# ---- prog_data_mem_flat ----
prog_data_mem_flat, I/O nets highlighted:
(1 px per µm)
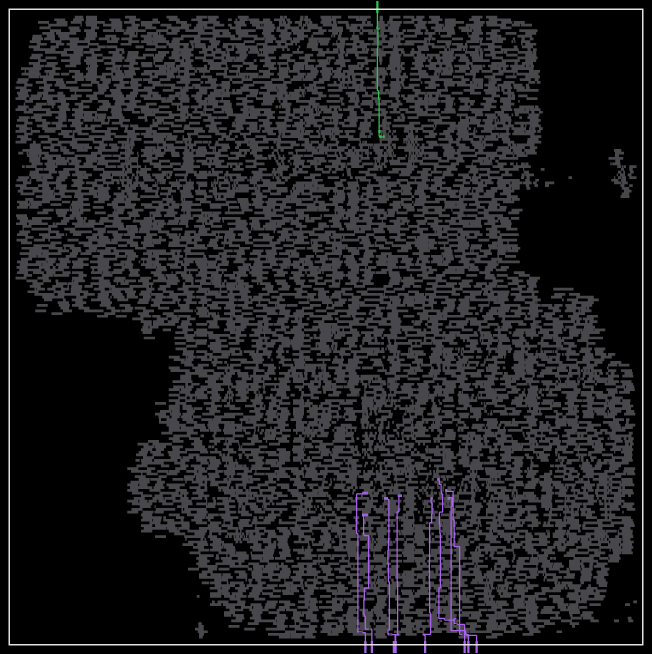

--- config.mk ---
export PLATFORM = sky130hd
export DESIGN_NAME = prog_data_mem_flat
export DESIGN_NICKNAME = d
export VERILOG_FILES = /design/src/rtl/prog_data_mem_if.sv /design/src/rtl/prog_data_mem.sv /design/src/flat_wrapper.sv
export SDC_FILE = /design/constraint.sdc
export NUM_CORES = 2
export LEC_CHECK = 0
export CAP_MARGIN = 20
export CORE_AREA = 4 4 628 630
export DETAILED_ROUTE_END_ITERATION = 16
export DIE_AREA = 0 0 632 634
export PLACE_DENSITY = 0.55
export SLEW_MARGIN = 20
export SYNTH_ARGS = -nofsm -noshare
export SYNTH_HDL_FRONTEND = slang
export SYNTH_SLANG_ARGS = --single-unit
--- constraint.sdc ---
create_clock -name CLK -period 4.1 [get_ports CLK]
set_input_delay 0.41 -clock CLK [delete_from_list [all_inputs] [get_ports CLK]]
set_output_delay 0.41 -clock CLK [all_outputs]
set_load 0.01 [all_outputs]
--- src/rtl/prog_data_mem_if.sv ---
// ============================================================================
// prog_data_mem_if
// CPU fetch/load-store bus plus byte-serial loader bus of prog_data_mem.
// Revision: 1.0
// ============================================================================
`default_nettype none

interface prog_data_mem_if;
  logic [7:0]  PC;
  logic [7:0]  DataA;
  logic [7:0]  DataB;
  logic        MW;
  logic [15:0] Iin;
  logic [7:0]  Din;
  logic        CPU_RST;
  logic        LD_START;
  logic        LD_END;
  logic        LD_VALID;
  logic [7:0]  LD_BYTE;
  logic        LD_READY;
  logic [7:0]  LD_COUNT;
  logic        RUNNING;

  modport master (
    output PC, DataA, DataB, MW, LD_START, LD_END, LD_VALID, LD_BYTE,
    input  Iin, Din, CPU_RST, LD_READY, LD_COUNT, RUNNING
  );

  modport slave (
    input  PC, DataA, DataB, MW, LD_START, LD_END, LD_VALID, LD_BYTE,
    output Iin, Din, CPU_RST, LD_READY, LD_COUNT, RUNNING
  );
endinterface

`default_nettype wire

--- src/rtl/prog_data_mem.sv ---
// ============================================================================
// prog_data_mem
// Instruction/data memory for the 8-bit CPU with a byte-serial program loader.
// Revision: 1.0
// ============================================================================
`default_nettype none

module prog_data_mem #(
  parameter int IMEM_WORDS = 128,
  parameter int DMEM_BYTES = 256
) (
  input  logic            CLK,
  input  logic            RESET,
  prog_data_mem_if.slave  bus
);

  typedef enum logic [2:0] {
    S_HOLD    = 3'd0,
    S_LOAD_HI = 3'd1,
    S_LOAD_LO = 3'd2,
    S_FLUSH   = 3'd3,
    S_RUN     = 3'd4
  } state_e;

  localparam logic [6:0] c_last_ptr = 7'(IMEM_WORDS - 1);

  logic [15:0] imem [IMEM_WORDS];
  logic [7:0]  dmem [DMEM_BYTES];

  state_e      state_q, state_d;
  logic [6:0]  ptr_q, ptr_d;
  logic [7:0]  hi_q, hi_d;
  logic [7:0]  cnt_q, cnt_d;
  logic        imem_we;
  logic [15:0] imem_wdata;
  logic        ld_ready;
  logic [15:0] iin;
  logic [7:0]  din;

  always_ff @(posedge CLK) begin
    if (RESET) begin
      state_q <= S_HOLD;
      ptr_q   <= 7'd0;
      hi_q    <= 8'd0;
      cnt_q   <= 8'd0;
    end else begin
      state_q <= state_d;
      ptr_q   <= ptr_d;
      hi_q    <= hi_d;
      cnt_q   <= cnt_d;
    end
  end

  always_comb begin
    state_d    = state_q;
    ptr_d      = ptr_q;
    hi_d       = hi_q;
    cnt_d      = cnt_q;
    imem_we    = 1'b0;
    imem_wdata = {hi_q, bus.LD_BYTE};
    ld_ready   = 1'b0;

    // LD_START restarts from any state and outranks LD_END
    if (bus.LD_START) begin
      state_d = S_LOAD_HI;
      ptr_d   = 7'd0;
      cnt_d   = 8'd0;
      hi_d    = 8'd0;
      if (state_q == S_LOAD_HI || state_q == S_LOAD_LO) begin
        ld_ready = ~bus.LD_END;
      end
    end else begin
      case (state_q)
        S_HOLD: begin
          state_d = S_HOLD;
        end
        S_LOAD_HI: begin
          ld_ready = ~bus.LD_END;
          if (bus.LD_END) begin
            state_d = S_FLUSH;
          end else if (bus.LD_VALID) begin
            hi_d    = bus.LD_BYTE;
            state_d = S_LOAD_LO;
          end
        end
        S_LOAD_LO: begin
          ld_ready = ~bus.LD_END;
          if (bus.LD_END) begin
            // A dangling high byte is committed with a zero low byte
            imem_we    = 1'b1;
            imem_wdata = {hi_q, 8'h00};
            cnt_d      = cnt_q + 8'd1;
            state_d    = S_FLUSH;
          end else if (bus.LD_VALID) begin
            imem_we = 1'b1;
            ptr_d   = ptr_q + 7'd1;
            cnt_d   = cnt_q + 8'd1;
            state_d = (ptr_q == c_last_ptr) ? S_FLUSH : S_LOAD_HI;
          end
        end
        S_FLUSH: begin
          state_d = S_RUN;
        end
        S_RUN: begin
          state_d = S_RUN;
        end
        default: begin
          state_d = S_HOLD;
        end
      endcase
    end
  end

  // Memories keep their contents across reset and reload
  always_ff @(posedge CLK) begin
    if (!RESET && imem_we) begin
      imem[ptr_q] <= imem_wdata;
    end
    if (!RESET && state_q == S_RUN && bus.MW && (32'(bus.DataA) < DMEM_BYTES)) begin
      dmem[bus.DataA] <= bus.DataB;
    end
  end

  always_comb begin
    iin = 16'h0000;
    if (state_q == S_RUN && (32'(bus.PC[7:1]) < IMEM_WORDS)) begin
      iin = imem[bus.PC[7:1]];
    end
  end

  always_comb begin
    din = 8'h00;
    if (32'(bus.DataA) < DMEM_BYTES) begin
      din = dmem[bus.DataA];
    end
  end

  assign bus.Iin      = iin;
  assign bus.Din      = din;
  assign bus.LD_READY = ld_ready;
  assign bus.LD_COUNT = cnt_q;
  assign bus.CPU_RST  = (state_q != S_RUN);
  assign bus.RUNNING  = (state_q == S_RUN);

endmodule

`default_nettype wire

--- src/flat_wrapper.sv ---
// flat-port wrapper written by rule: the top's interface ports become plain ports
module prog_data_mem_flat 
#(
  parameter int IMEM_WORDS = 128,
  parameter int DMEM_BYTES = 256
)
  (CLK, RESET, bus_PC, bus_DataA, bus_DataB, bus_MW, bus_LD_START, bus_LD_END, bus_LD_VALID, bus_LD_BYTE, bus_Iin, bus_Din, bus_CPU_RST, bus_LD_READY, bus_LD_COUNT, bus_RUNNING);
  prog_data_mem_if bus_i ();
  input  logic CLK;
  input  logic RESET;
  input wire logic [$bits(bus_i.PC)-1:0] bus_PC;
  input wire logic [$bits(bus_i.DataA)-1:0] bus_DataA;
  input wire logic [$bits(bus_i.DataB)-1:0] bus_DataB;
  input wire logic [$bits(bus_i.MW)-1:0] bus_MW;
  input wire logic [$bits(bus_i.LD_START)-1:0] bus_LD_START;
  input wire logic [$bits(bus_i.LD_END)-1:0] bus_LD_END;
  input wire logic [$bits(bus_i.LD_VALID)-1:0] bus_LD_VALID;
  input wire logic [$bits(bus_i.LD_BYTE)-1:0] bus_LD_BYTE;
  output wire logic [$bits(bus_i.Iin)-1:0] bus_Iin;
  output wire logic [$bits(bus_i.Din)-1:0] bus_Din;
  output wire logic [$bits(bus_i.CPU_RST)-1:0] bus_CPU_RST;
  output wire logic [$bits(bus_i.LD_READY)-1:0] bus_LD_READY;
  output wire logic [$bits(bus_i.LD_COUNT)-1:0] bus_LD_COUNT;
  output wire logic [$bits(bus_i.RUNNING)-1:0] bus_RUNNING;
  assign bus_i.PC = bus_PC;
  assign bus_i.DataA = bus_DataA;
  assign bus_i.DataB = bus_DataB;
  assign bus_i.MW = bus_MW;
  assign bus_i.LD_START = bus_LD_START;
  assign bus_i.LD_END = bus_LD_END;
  assign bus_i.LD_VALID = bus_LD_VALID;
  assign bus_i.LD_BYTE = bus_LD_BYTE;
  assign bus_Iin = bus_i.Iin;
  assign bus_Din = bus_i.Din;
  assign bus_CPU_RST = bus_i.CPU_RST;
  assign bus_LD_READY = bus_i.LD_READY;
  assign bus_LD_COUNT = bus_i.LD_COUNT;
  assign bus_RUNNING = bus_i.RUNNING;
  prog_data_mem #(.IMEM_WORDS(IMEM_WORDS), .DMEM_BYTES(DMEM_BYTES)) u_core (.CLK(CLK), .RESET(RESET), .bus(bus_i));
endmodule
# ---- fb_scan_reader ----
===== config.mk =====
export PLATFORM = sky130hd
export DESIGN_NAME = fb_scan_reader
export DESIGN_NICKNAME = d
export VERILOG_FILES = /design/src/rtl/fb_scan_reader.sv
export SDC_FILE = /design/constraint.sdc
export NUM_CORES = 1
export LEC_CHECK = 0
export ABC_AREA = 1
export CAP_MARGIN = 20
export CORE_MARGIN = 4
export CORE_UTILIZATION = 46
export DETAILED_ROUTE_END_ITERATION = 8
export GPL_ROUTABILITY_DRIVEN = 0
export PLACE_DENSITY_LB_ADDON = 0.25
export SLEW_MARGIN = 10
export SYNTH_ARGS = -nofsm -noshare
export SYNTH_HDL_FRONTEND = slang
export SYNTH_SLANG_ARGS = --single-unit

===== constraint.sdc =====
create_clock -name clk -period 2.7 [get_ports clk]
set_input_delay 0.27 -clock clk [delete_from_list [all_inputs] [get_ports clk]]
set_output_delay 0.27 -clock clk [all_outputs]
set_load 0.1 [all_outputs]

===== src/rtl/fb_scan_reader.sv =====
// rtl/fb_scan_reader.sv - framebuffer scan-out reader, 3-cycle pipeline, bank latched on vsync fall
// Optional FB_SCALE2_EN: 2x pixel doubling of the framebuffer onto the active region.
module fb_scan_reader #(
  parameter int         FB_W     = 320,
  parameter int         FB_H     = 240,
  parameter logic [7:0] BG_COLOR = 8'h00
) (
  input  logic        clk,
  input  logic        reset,
  input  logic [9:0]  hcount,
  input  logic [9:0]  vcount,
  input  logic        video_on,
  input  logic        hsync,
  input  logic        vsync,
  input  logic        buffer_select,
  output logic [16:0] mem_addr,
  output logic        mem_bank,
  output logic        mem_rd,
  input  logic [7:0]  mem_rdata,
  output logic [7:0]  pixel_rgb,
  output logic        hsync_o,
  output logic        vsync_o,
  output logic        de_o
);

  localparam logic [31:0] W32 = 32'(FB_W);
  localparam logic [31:0] H32 = 32'(FB_H);

  logic [31:0] h32, v32;
  logic [16:0] addr_next;
  logic        in_area;
  logic        rd_next;

  logic        bank_q;
  logic        vsync_prev;
  logic        area1, de1, hs1, vs1;
  logic        area2, de2, hs2, vs2;

  assign h32 = {22'd0, hcount};
  assign v32 = {22'd0, vcount};

  always_comb begin
    in_area   = 1'b0;
    addr_next = 17'd0;
`ifdef FB_SCALE2_EN
    in_area   = (h32 < 2 * W32) && (v32 < 2 * H32);
    addr_next = 17'((v32 >> 1) * W32 + (h32 >> 1));
`else
    in_area   = (h32 < W32) && (v32 < H32);
    addr_next = 17'(v32 * W32 + h32);
`endif
    rd_next   = video_on && in_area;
  end

  assign mem_bank = bank_q;

  always_ff @(posedge clk) begin
    if (reset) begin
      bank_q     <= 1'b0;
      vsync_prev <= 1'b0;
      mem_addr   <= 17'd0;
      mem_rd     <= 1'b0;
      area1      <= 1'b0;
      de1        <= 1'b0;
      hs1        <= 1'b0;
      vs1        <= 1'b0;
      area2      <= 1'b0;
      de2        <= 1'b0;
      hs2        <= 1'b0;
      vs2        <= 1'b0;
      pixel_rgb  <= 8'h00;
      hsync_o    <= 1'b0;
      vsync_o    <= 1'b0;
      de_o       <= 1'b0;
    end else begin
      vsync_prev <= vsync;
      // Bank switches on the same edge that issues the read, so that read already uses it.
      if (vsync_prev && !vsync)
        bank_q <= buffer_select;

      mem_rd <= rd_next;
      if (rd_next)
        mem_addr <= addr_next;
      area1 <= in_area;
      de1   <= video_on;
      hs1   <= hsync;
      vs1   <= vsync;

      area2 <= area1;
      de2   <= de1;
      hs2   <= hs1;
      vs2   <= vs1;

      if (!de2)
        pixel_rgb <= 8'h00;
      else if (area2)
        pixel_rgb <= mem_rdata;
      else
        pixel_rgb <= BG_COLOR;
      de_o    <= de2;
      hsync_o <= hs2;
      vsync_o <= vs2;
    end
  end

endmodule


# ---- rx_baud_sched ----
==> src/rtl/rx_baud_sched.sv <==
// Run-time baud selector and bit-timing scheduler for the UART receive path.
// Picks one RX_div oversample clock, emits os_tick/bit_strobe, and switches rate only when idle.
module rx_baud_sched #(
  parameter logic [1:0]  DEFAULT_SEL = 2'd3,
  parameter int unsigned OVERSAMPLE  = 16,
  parameter int unsigned PH_W        = 4,
  parameter int unsigned SW_TIMEOUT  = 4096
) (
  input  logic       clk,
  input  logic       rst,
  input  logic       T1200,
  input  logic       T2400,
  input  logic       T4800,
  input  logic       T9600,
  input  logic       cfg_valid,
  input  logic [1:0] cfg_sel,
  output logic       cfg_ready,
  output logic       cfg_done,
  output logic       cfg_err,
  input  logic       rx_start,
  input  logic       rx_busy,
  output logic [1:0] cur_sel,
  output logic       os_tick,
  output logic       bit_strobe
);

  localparam int unsigned TMO_W = $clog2(SW_TIMEOUT + 1);

  localparam logic [1:0] ST_RUN    = 2'd0;
  localparam logic [1:0] ST_PEND   = 2'd1;
  localparam logic [1:0] ST_SWITCH = 2'd2;

  localparam logic [PH_W-1:0]  PH_LAST  = PH_W'(OVERSAMPLE - 1);
  localparam logic [PH_W-1:0]  PH_MID   = PH_W'(OVERSAMPLE / 2 - 1);
  localparam logic [TMO_W-1:0] TMO_LAST = TMO_W'(SW_TIMEOUT - 1);

  logic [3:0]       t_in, t_q, rise;
  logic             sel_rise, tick;
  logic [1:0]       state_q, state_d;
  logic [1:0]       cur_sel_q, cur_sel_d;
  logic [1:0]       nxt_sel_q, nxt_sel_d;
  logic [PH_W-1:0]  phase_q, phase_d;
  logic [TMO_W-1:0] tmo_q, tmo_d;
  logic             os_tick_q, os_tick_d;
  logic             bit_strobe_q, bit_strobe_d;
  logic             cfg_ready_q, cfg_ready_d;
  logic             cfg_done_q, cfg_done_d;
  logic             cfg_err_q, cfg_err_d;

  assign t_in     = {T9600, T4800, T2400, T1200};
  assign rise     = t_in & ~t_q;
  assign sel_rise = rise[cur_sel_q];

  // Next-state, phase and output decode
  always_comb begin
    state_d      = state_q;
    cur_sel_d    = cur_sel_q;
    nxt_sel_d    = nxt_sel_q;
    phase_d      = phase_q;
    tmo_d        = tmo_q;
    tick         = 1'b0;
    cfg_done_d   = 1'b0;
    cfg_err_d    = 1'b0;

    case (state_q)
      ST_RUN: begin
        tick = sel_rise;
        if (cfg_valid && cfg_ready_q) begin
          if (cfg_sel == cur_sel_q) begin
            cfg_done_d = 1'b1;
          end else begin
            nxt_sel_d = cfg_sel;
            state_d   = ST_PEND;
          end
        end
      end
      ST_PEND: begin
        tick = sel_rise;
        if (!rx_busy) begin
          cur_sel_d = nxt_sel_q;
          tmo_d     = '0;
          state_d   = ST_SWITCH;
        end
      end
      ST_SWITCH: begin
        // The alignment edge re-phases the counter but is not itself a tick
        if (sel_rise) begin
          phase_d    = '0;
          state_d    = ST_RUN;
          cfg_done_d = 1'b1;
        end else if (tmo_q == TMO_LAST) begin
          state_d    = ST_RUN;
          cfg_done_d = 1'b1;
          cfg_err_d  = 1'b1;
        end else begin
          tmo_d = tmo_q + TMO_W'(1);
        end
      end
      default: state_d = ST_RUN;
    endcase

    if (rx_start) begin
      phase_d = '0;
    end else if (tick) begin
      phase_d = (phase_q == PH_LAST) ? '0 : phase_q + PH_W'(1);
    end

    os_tick_d    = tick;
    bit_strobe_d = tick & rx_busy & ~rx_start & (phase_q == PH_MID);
    cfg_ready_d  = (state_d == ST_RUN);
  end

  always_ff @(posedge clk or posedge rst) begin
    if (rst) begin
      t_q          <= '0;
      state_q      <= ST_RUN;
      cur_sel_q    <= DEFAULT_SEL;
      nxt_sel_q    <= DEFAULT_SEL;
      phase_q      <= '0;
      tmo_q        <= '0;
      os_tick_q    <= 1'b0;
      bit_strobe_q <= 1'b0;
      cfg_ready_q  <= 1'b1;
      cfg_done_q   <= 1'b0;
      cfg_err_q    <= 1'b0;
    end else begin
      t_q          <= t_in;
      state_q      <= state_d;
      cur_sel_q    <= cur_sel_d;
      nxt_sel_q    <= nxt_sel_d;
      phase_q      <= phase_d;
      tmo_q        <= tmo_d;
      os_tick_q    <= os_tick_d;
      bit_strobe_q <= bit_strobe_d;
      cfg_ready_q  <= cfg_ready_d;
      cfg_done_q   <= cfg_done_d;
      cfg_err_q    <= cfg_err_d;
    end
  end

  assign cfg_ready  = cfg_ready_q;
  assign cfg_done   = cfg_done_q;
  assign cfg_err    = cfg_err_q;
  assign cur_sel    = cur_sel_q;
  assign os_tick    = os_tick_q;
  assign bit_strobe = bit_strobe_q;

endmodule
==> config.mk <==
export PLATFORM = sky130hd
export DESIGN_NAME = rx_baud_sched
export DESIGN_NICKNAME = d
export VERILOG_FILES = /design/src/rtl/rx_baud_sched.sv
export SDC_FILE = /design/constraint.sdc
export NUM_CORES = 1
export LEC_CHECK = 0
export CORE_MARGIN = 2
export CORE_UTILIZATION = 53
export DETAILED_ROUTE_END_ITERATION = 8
export PLACE_DENSITY = 0.76
export SYNTH_ARGS = -nofsm -noshare
export SYNTH_HDL_FRONTEND = slang
export SYNTH_SLANG_ARGS = --single-unit
==> constraint.sdc <==
create_clock -name clk -period 3.5 [get_ports clk]
set_input_delay 0.7 -clock clk [delete_from_list [all_inputs] [get_ports clk]]
set_output_delay 0.7 -clock clk [all_outputs]
set_load 0.02 [all_outputs]
rx_baud_sched, met3 routing:
(8 px per µm)
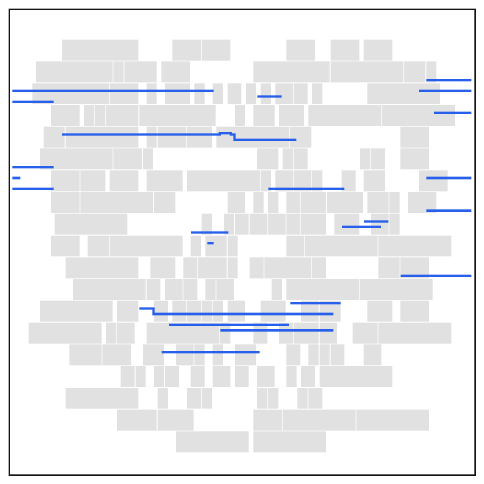
The wires run mostly horizontal. The longest straight run is 24.8 µm.
DRT Wirelength: 3.29 mm
number of vias after detailed routing: 1,260
GR met3 Demand/Resource: 7.37%

rx_baud_sched, clock network drawn from the DEF:
(6 px per µm)
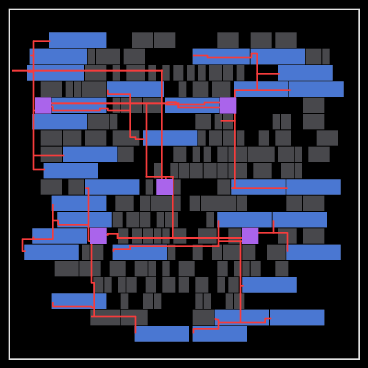
Key: blue = flip-flops [count 32]; red = clock wires [length 398 µm]; purple = cells driving clock nets [count 5]
Position of the flops: widely spread. There are 6 routed clock nets.
clock skew: 8.43 ps
clock power share: 19.2%
Latency at later pin: 340 ps
Power Clock: 0.220 mW

==> metrics.log, rx_baud_sched <==
[flow] collecting metrics
INFO  metric synth_cells = 157
INFO  metric route.layer.met1.wl = 1.48 mm
INFO  metric slowest_delay = 670 ps
INFO  metric netlist_top_cells_count = sky130_fd_sc_hd__dfrtp_1 (27), sky130_fd_sc_hd__nand2_1 (25), sky130_fd_sc_hd__nor2_1 (14)
INFO  metric worst_hold_path_type = register to register
INFO  metric final-seq-area = 807 µm²
INFO  metric clk_transition_reported_paths = 100 ps
INFO  metric outcome = finished clean
INFO  metric cell_class_ranked_first_by_area = sequential cells
INFO  metric placement_rows = 19
INFO  metric overall_die_area = 0.00337 mm²
INFO  metric worst_hold_startpoint = nxt_sel_q[1]
INFO  metric cts_resized = 0
INFO  metric initial_core_util = 56.2%
INFO  metric placedInstanceArea = 0.00175 mm²
INFO  metric yosysTopAreaCellShare = 43.6%
INFO  metric comb_area_share = 39.5%
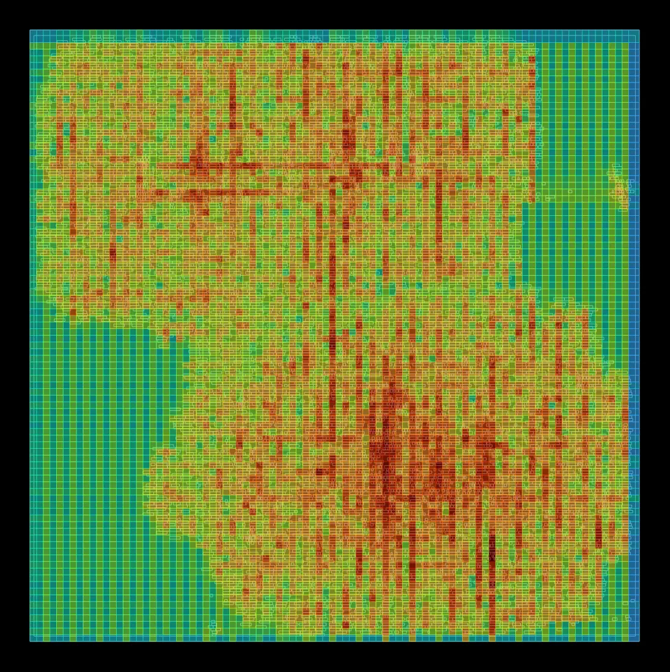
prog_data_mem_flat: congestion heat map
met1 Resource Use GR: 31.8%
aggregate global-route resource usage: 21.0%

prog_data_mem_flat, clock network drawn from the DEF:
(1 px per µm)
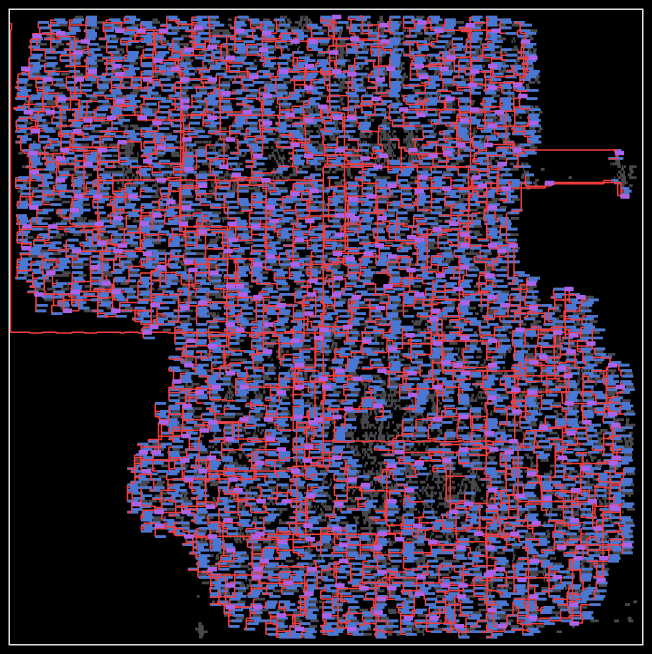
Key: blue = flip-flops [count 4,122]; red = clock wires [length 47.3 mm]; purple = cells driving clock nets [count 428]
Position of the flops: widely spread.
clock skew: 74.0 ps
Power Clock: 38.0 mW
clock power share: 42.9%
Latency at later pin: 960 ps

## Picture notes: 'I/O nets highlighted' of prog_data_mem_flat
Key: green = bus_LD_VALID [bits 1, direction input, end cells 3, wire 135 µm]; purple = bus_Din [bits 8, direction output, end cells 8, wire 1,320 µm]
count of boundary I/O pins: 73
buffers added on ports: 71

==> metrics.log, prog_data_mem_flat <==
[flow] collecting metrics
INFO  metric worst_hold_startpoint = bus_DataB[1]
INFO  metric nMultiInputCombCells = 2,573
INFO  metric place_ws = -994 ps
INFO  metric met2_wirelength = 193 mm
INFO  metric endpoint_kind = primary output
INFO  metric worstReg2RegStart = u_core.state_q[0]
INFO  metric tritoncts = yes
INFO  metric placedInstanceArea = 0.174 mm²
INFO  metric power.switching_fraction = 21.1%
INFO  metric min_path_cells = 1
INFO  metric synth-compound-area-share = 1.96%
INFO  metric area.combinational = 0.0341 mm²
INFO  metric edf_count = 4,096
INFO  metric top_power_consumer_group = sequential cells
INFO  metric yosysUniqueCellTypes = 67
INFO  metric outcome = finished with violations
INFO  metric vias_per_cell = 5.74
INFO  metric post_synthesis_net_count = 7,216
INFO  metric hold-worst-slack = 116 ps
INFO  metric ant_nets = 0
INFO  metric overall_die_area = 0.401 mm²
INFO  metric cts_resized = 165
INFO  metric power.net_switching = 18.7 mW
INFO  metric worst-r2r-cell-count = 4
INFO  metric crit_buf_inv = 1
INFO  metric cellPowerDensity = 470 mW/mm²
INFO  metric rsz0062_at_grt = true
INFO  metric drt_iter0_drc = 9,163
INFO  metric timing.critical_path.max_delay_family = multiplexers
INFO  metric violated_checks = setup timing
INFO  metric crit_cells = 7
INFO  metric area_share_clock_buf_inv = 7.30%
INFO  metric die_x = 632 µm
INFO  metric p_comb = 4.29 mW
INFO  metric met3RoutedLength = 33.5 mm
INFO  metric final_critical_path_setup_slack = -65.8 ps
INFO  metric fillers = 31,688
INFO  metric timing.final.setup_violations = 2
INFO  metric hpwlAfterDp = 272 mm
INFO  metric layout.cells.most_common_list = sky130_fd_sc_hd__edfxtp_1 (4,096), sky130_fd_sc_hd__mux4_2 (1,060), sky130_fd_sc_hd__buf_4 (930)
INFO  metric yosysTopAreaCellShare = 77.4%
INFO  metric groute.layer.met3.usage = 3.91%
INFO  metric clock_tree.buffer_depth = 4
INFO  metric netlist_top_cells_count = sky130_fd_sc_hd__edfxtp_1 (4,096), sky130_fd_sc_hd__mux4_2 (1,060), sky130_fd_sc_hd__nor2_1 (453)
INFO  metric worst_path_max_delay_cell = sky130_fd_sc_hd__mux4_2
fb_scan_reader, cell area per tile:
(4 px per µm) 7 x 7 tiles, from dark blue (low) to red (high), 0 to 100% covered.
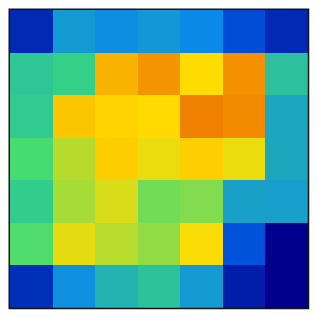
The densest ninth of the die: middle. The emptiest ninth of the die: bottom right. The mean over all tiles is 49%. 20% of the tiles are over 75% full.
initial core utilization: 49.0%
share of the core filled with cells in the final layout: 67.5%

==> metrics.log, fb_scan_reader <==
[flow] collecting metrics
INFO  metric outcome = finished clean
INFO  metric postSynth.asyncResetShare = 0%
INFO  metric worstPathCellList = clkdlybuf4s50_1 > ha_1 > ha_1 > fa_1 > nand2_1 > nor2_1 > nand2_1 > nand3_1 > nand3_2 > nor2_2 > nand2_1 > nand2_1 > nand3_1 > nand2_1 > inv_1
INFO  metric timing.critical_path.from = vcount[1]
INFO  metric power.switching_fraction = 27.9%
INFO  metric cts_hold_repair.buffers = 0
INFO  metric seq-cell-share = 27.2%
INFO  metric synthFlopType = sky130_fd_sc_hd__dfxtp_1
INFO  metric area_share_clock_buf_inv = 5.10%
INFO  metric grt_pass1_vias = 1,640
INFO  metric worst_ep_required_time = 2880 ps
INFO  metric yosys.stat.chipArea = 0.00203 mm²
INFO  metric maxCapViolCount = 0
INFO  metric max_freq = 403 MHz
INFO  metric area.combinational = 0.00105 mm²
INFO  metric crit_fanout = 4
INFO  metric drt_drc_violations_left = 0
INFO  metric floorplan.core_area = 0.00414 mm²
INFO  metric p_comb = 0.396 mW
INFO  metric simple_gate_area_share = 26.8%
INFO  metric cell_class_ranked_first_by_area = logic gates
INFO  metric timing.final.setup_violations = 0
INFO  metric edf_count = 0
INFO  metric antenna_cells = 0
INFO  metric combPwrFrac = 25.5%
INFO  metric synthMostInstantiatedCell = sky130_fd_sc_hd__nand2_1
INFO  metric ys_sh_xor = 2.59%
INFO  metric finalInstanceArea = 0.00280 mm²

Power figures rest on the tool's default switching activity, not on a simulated workload.
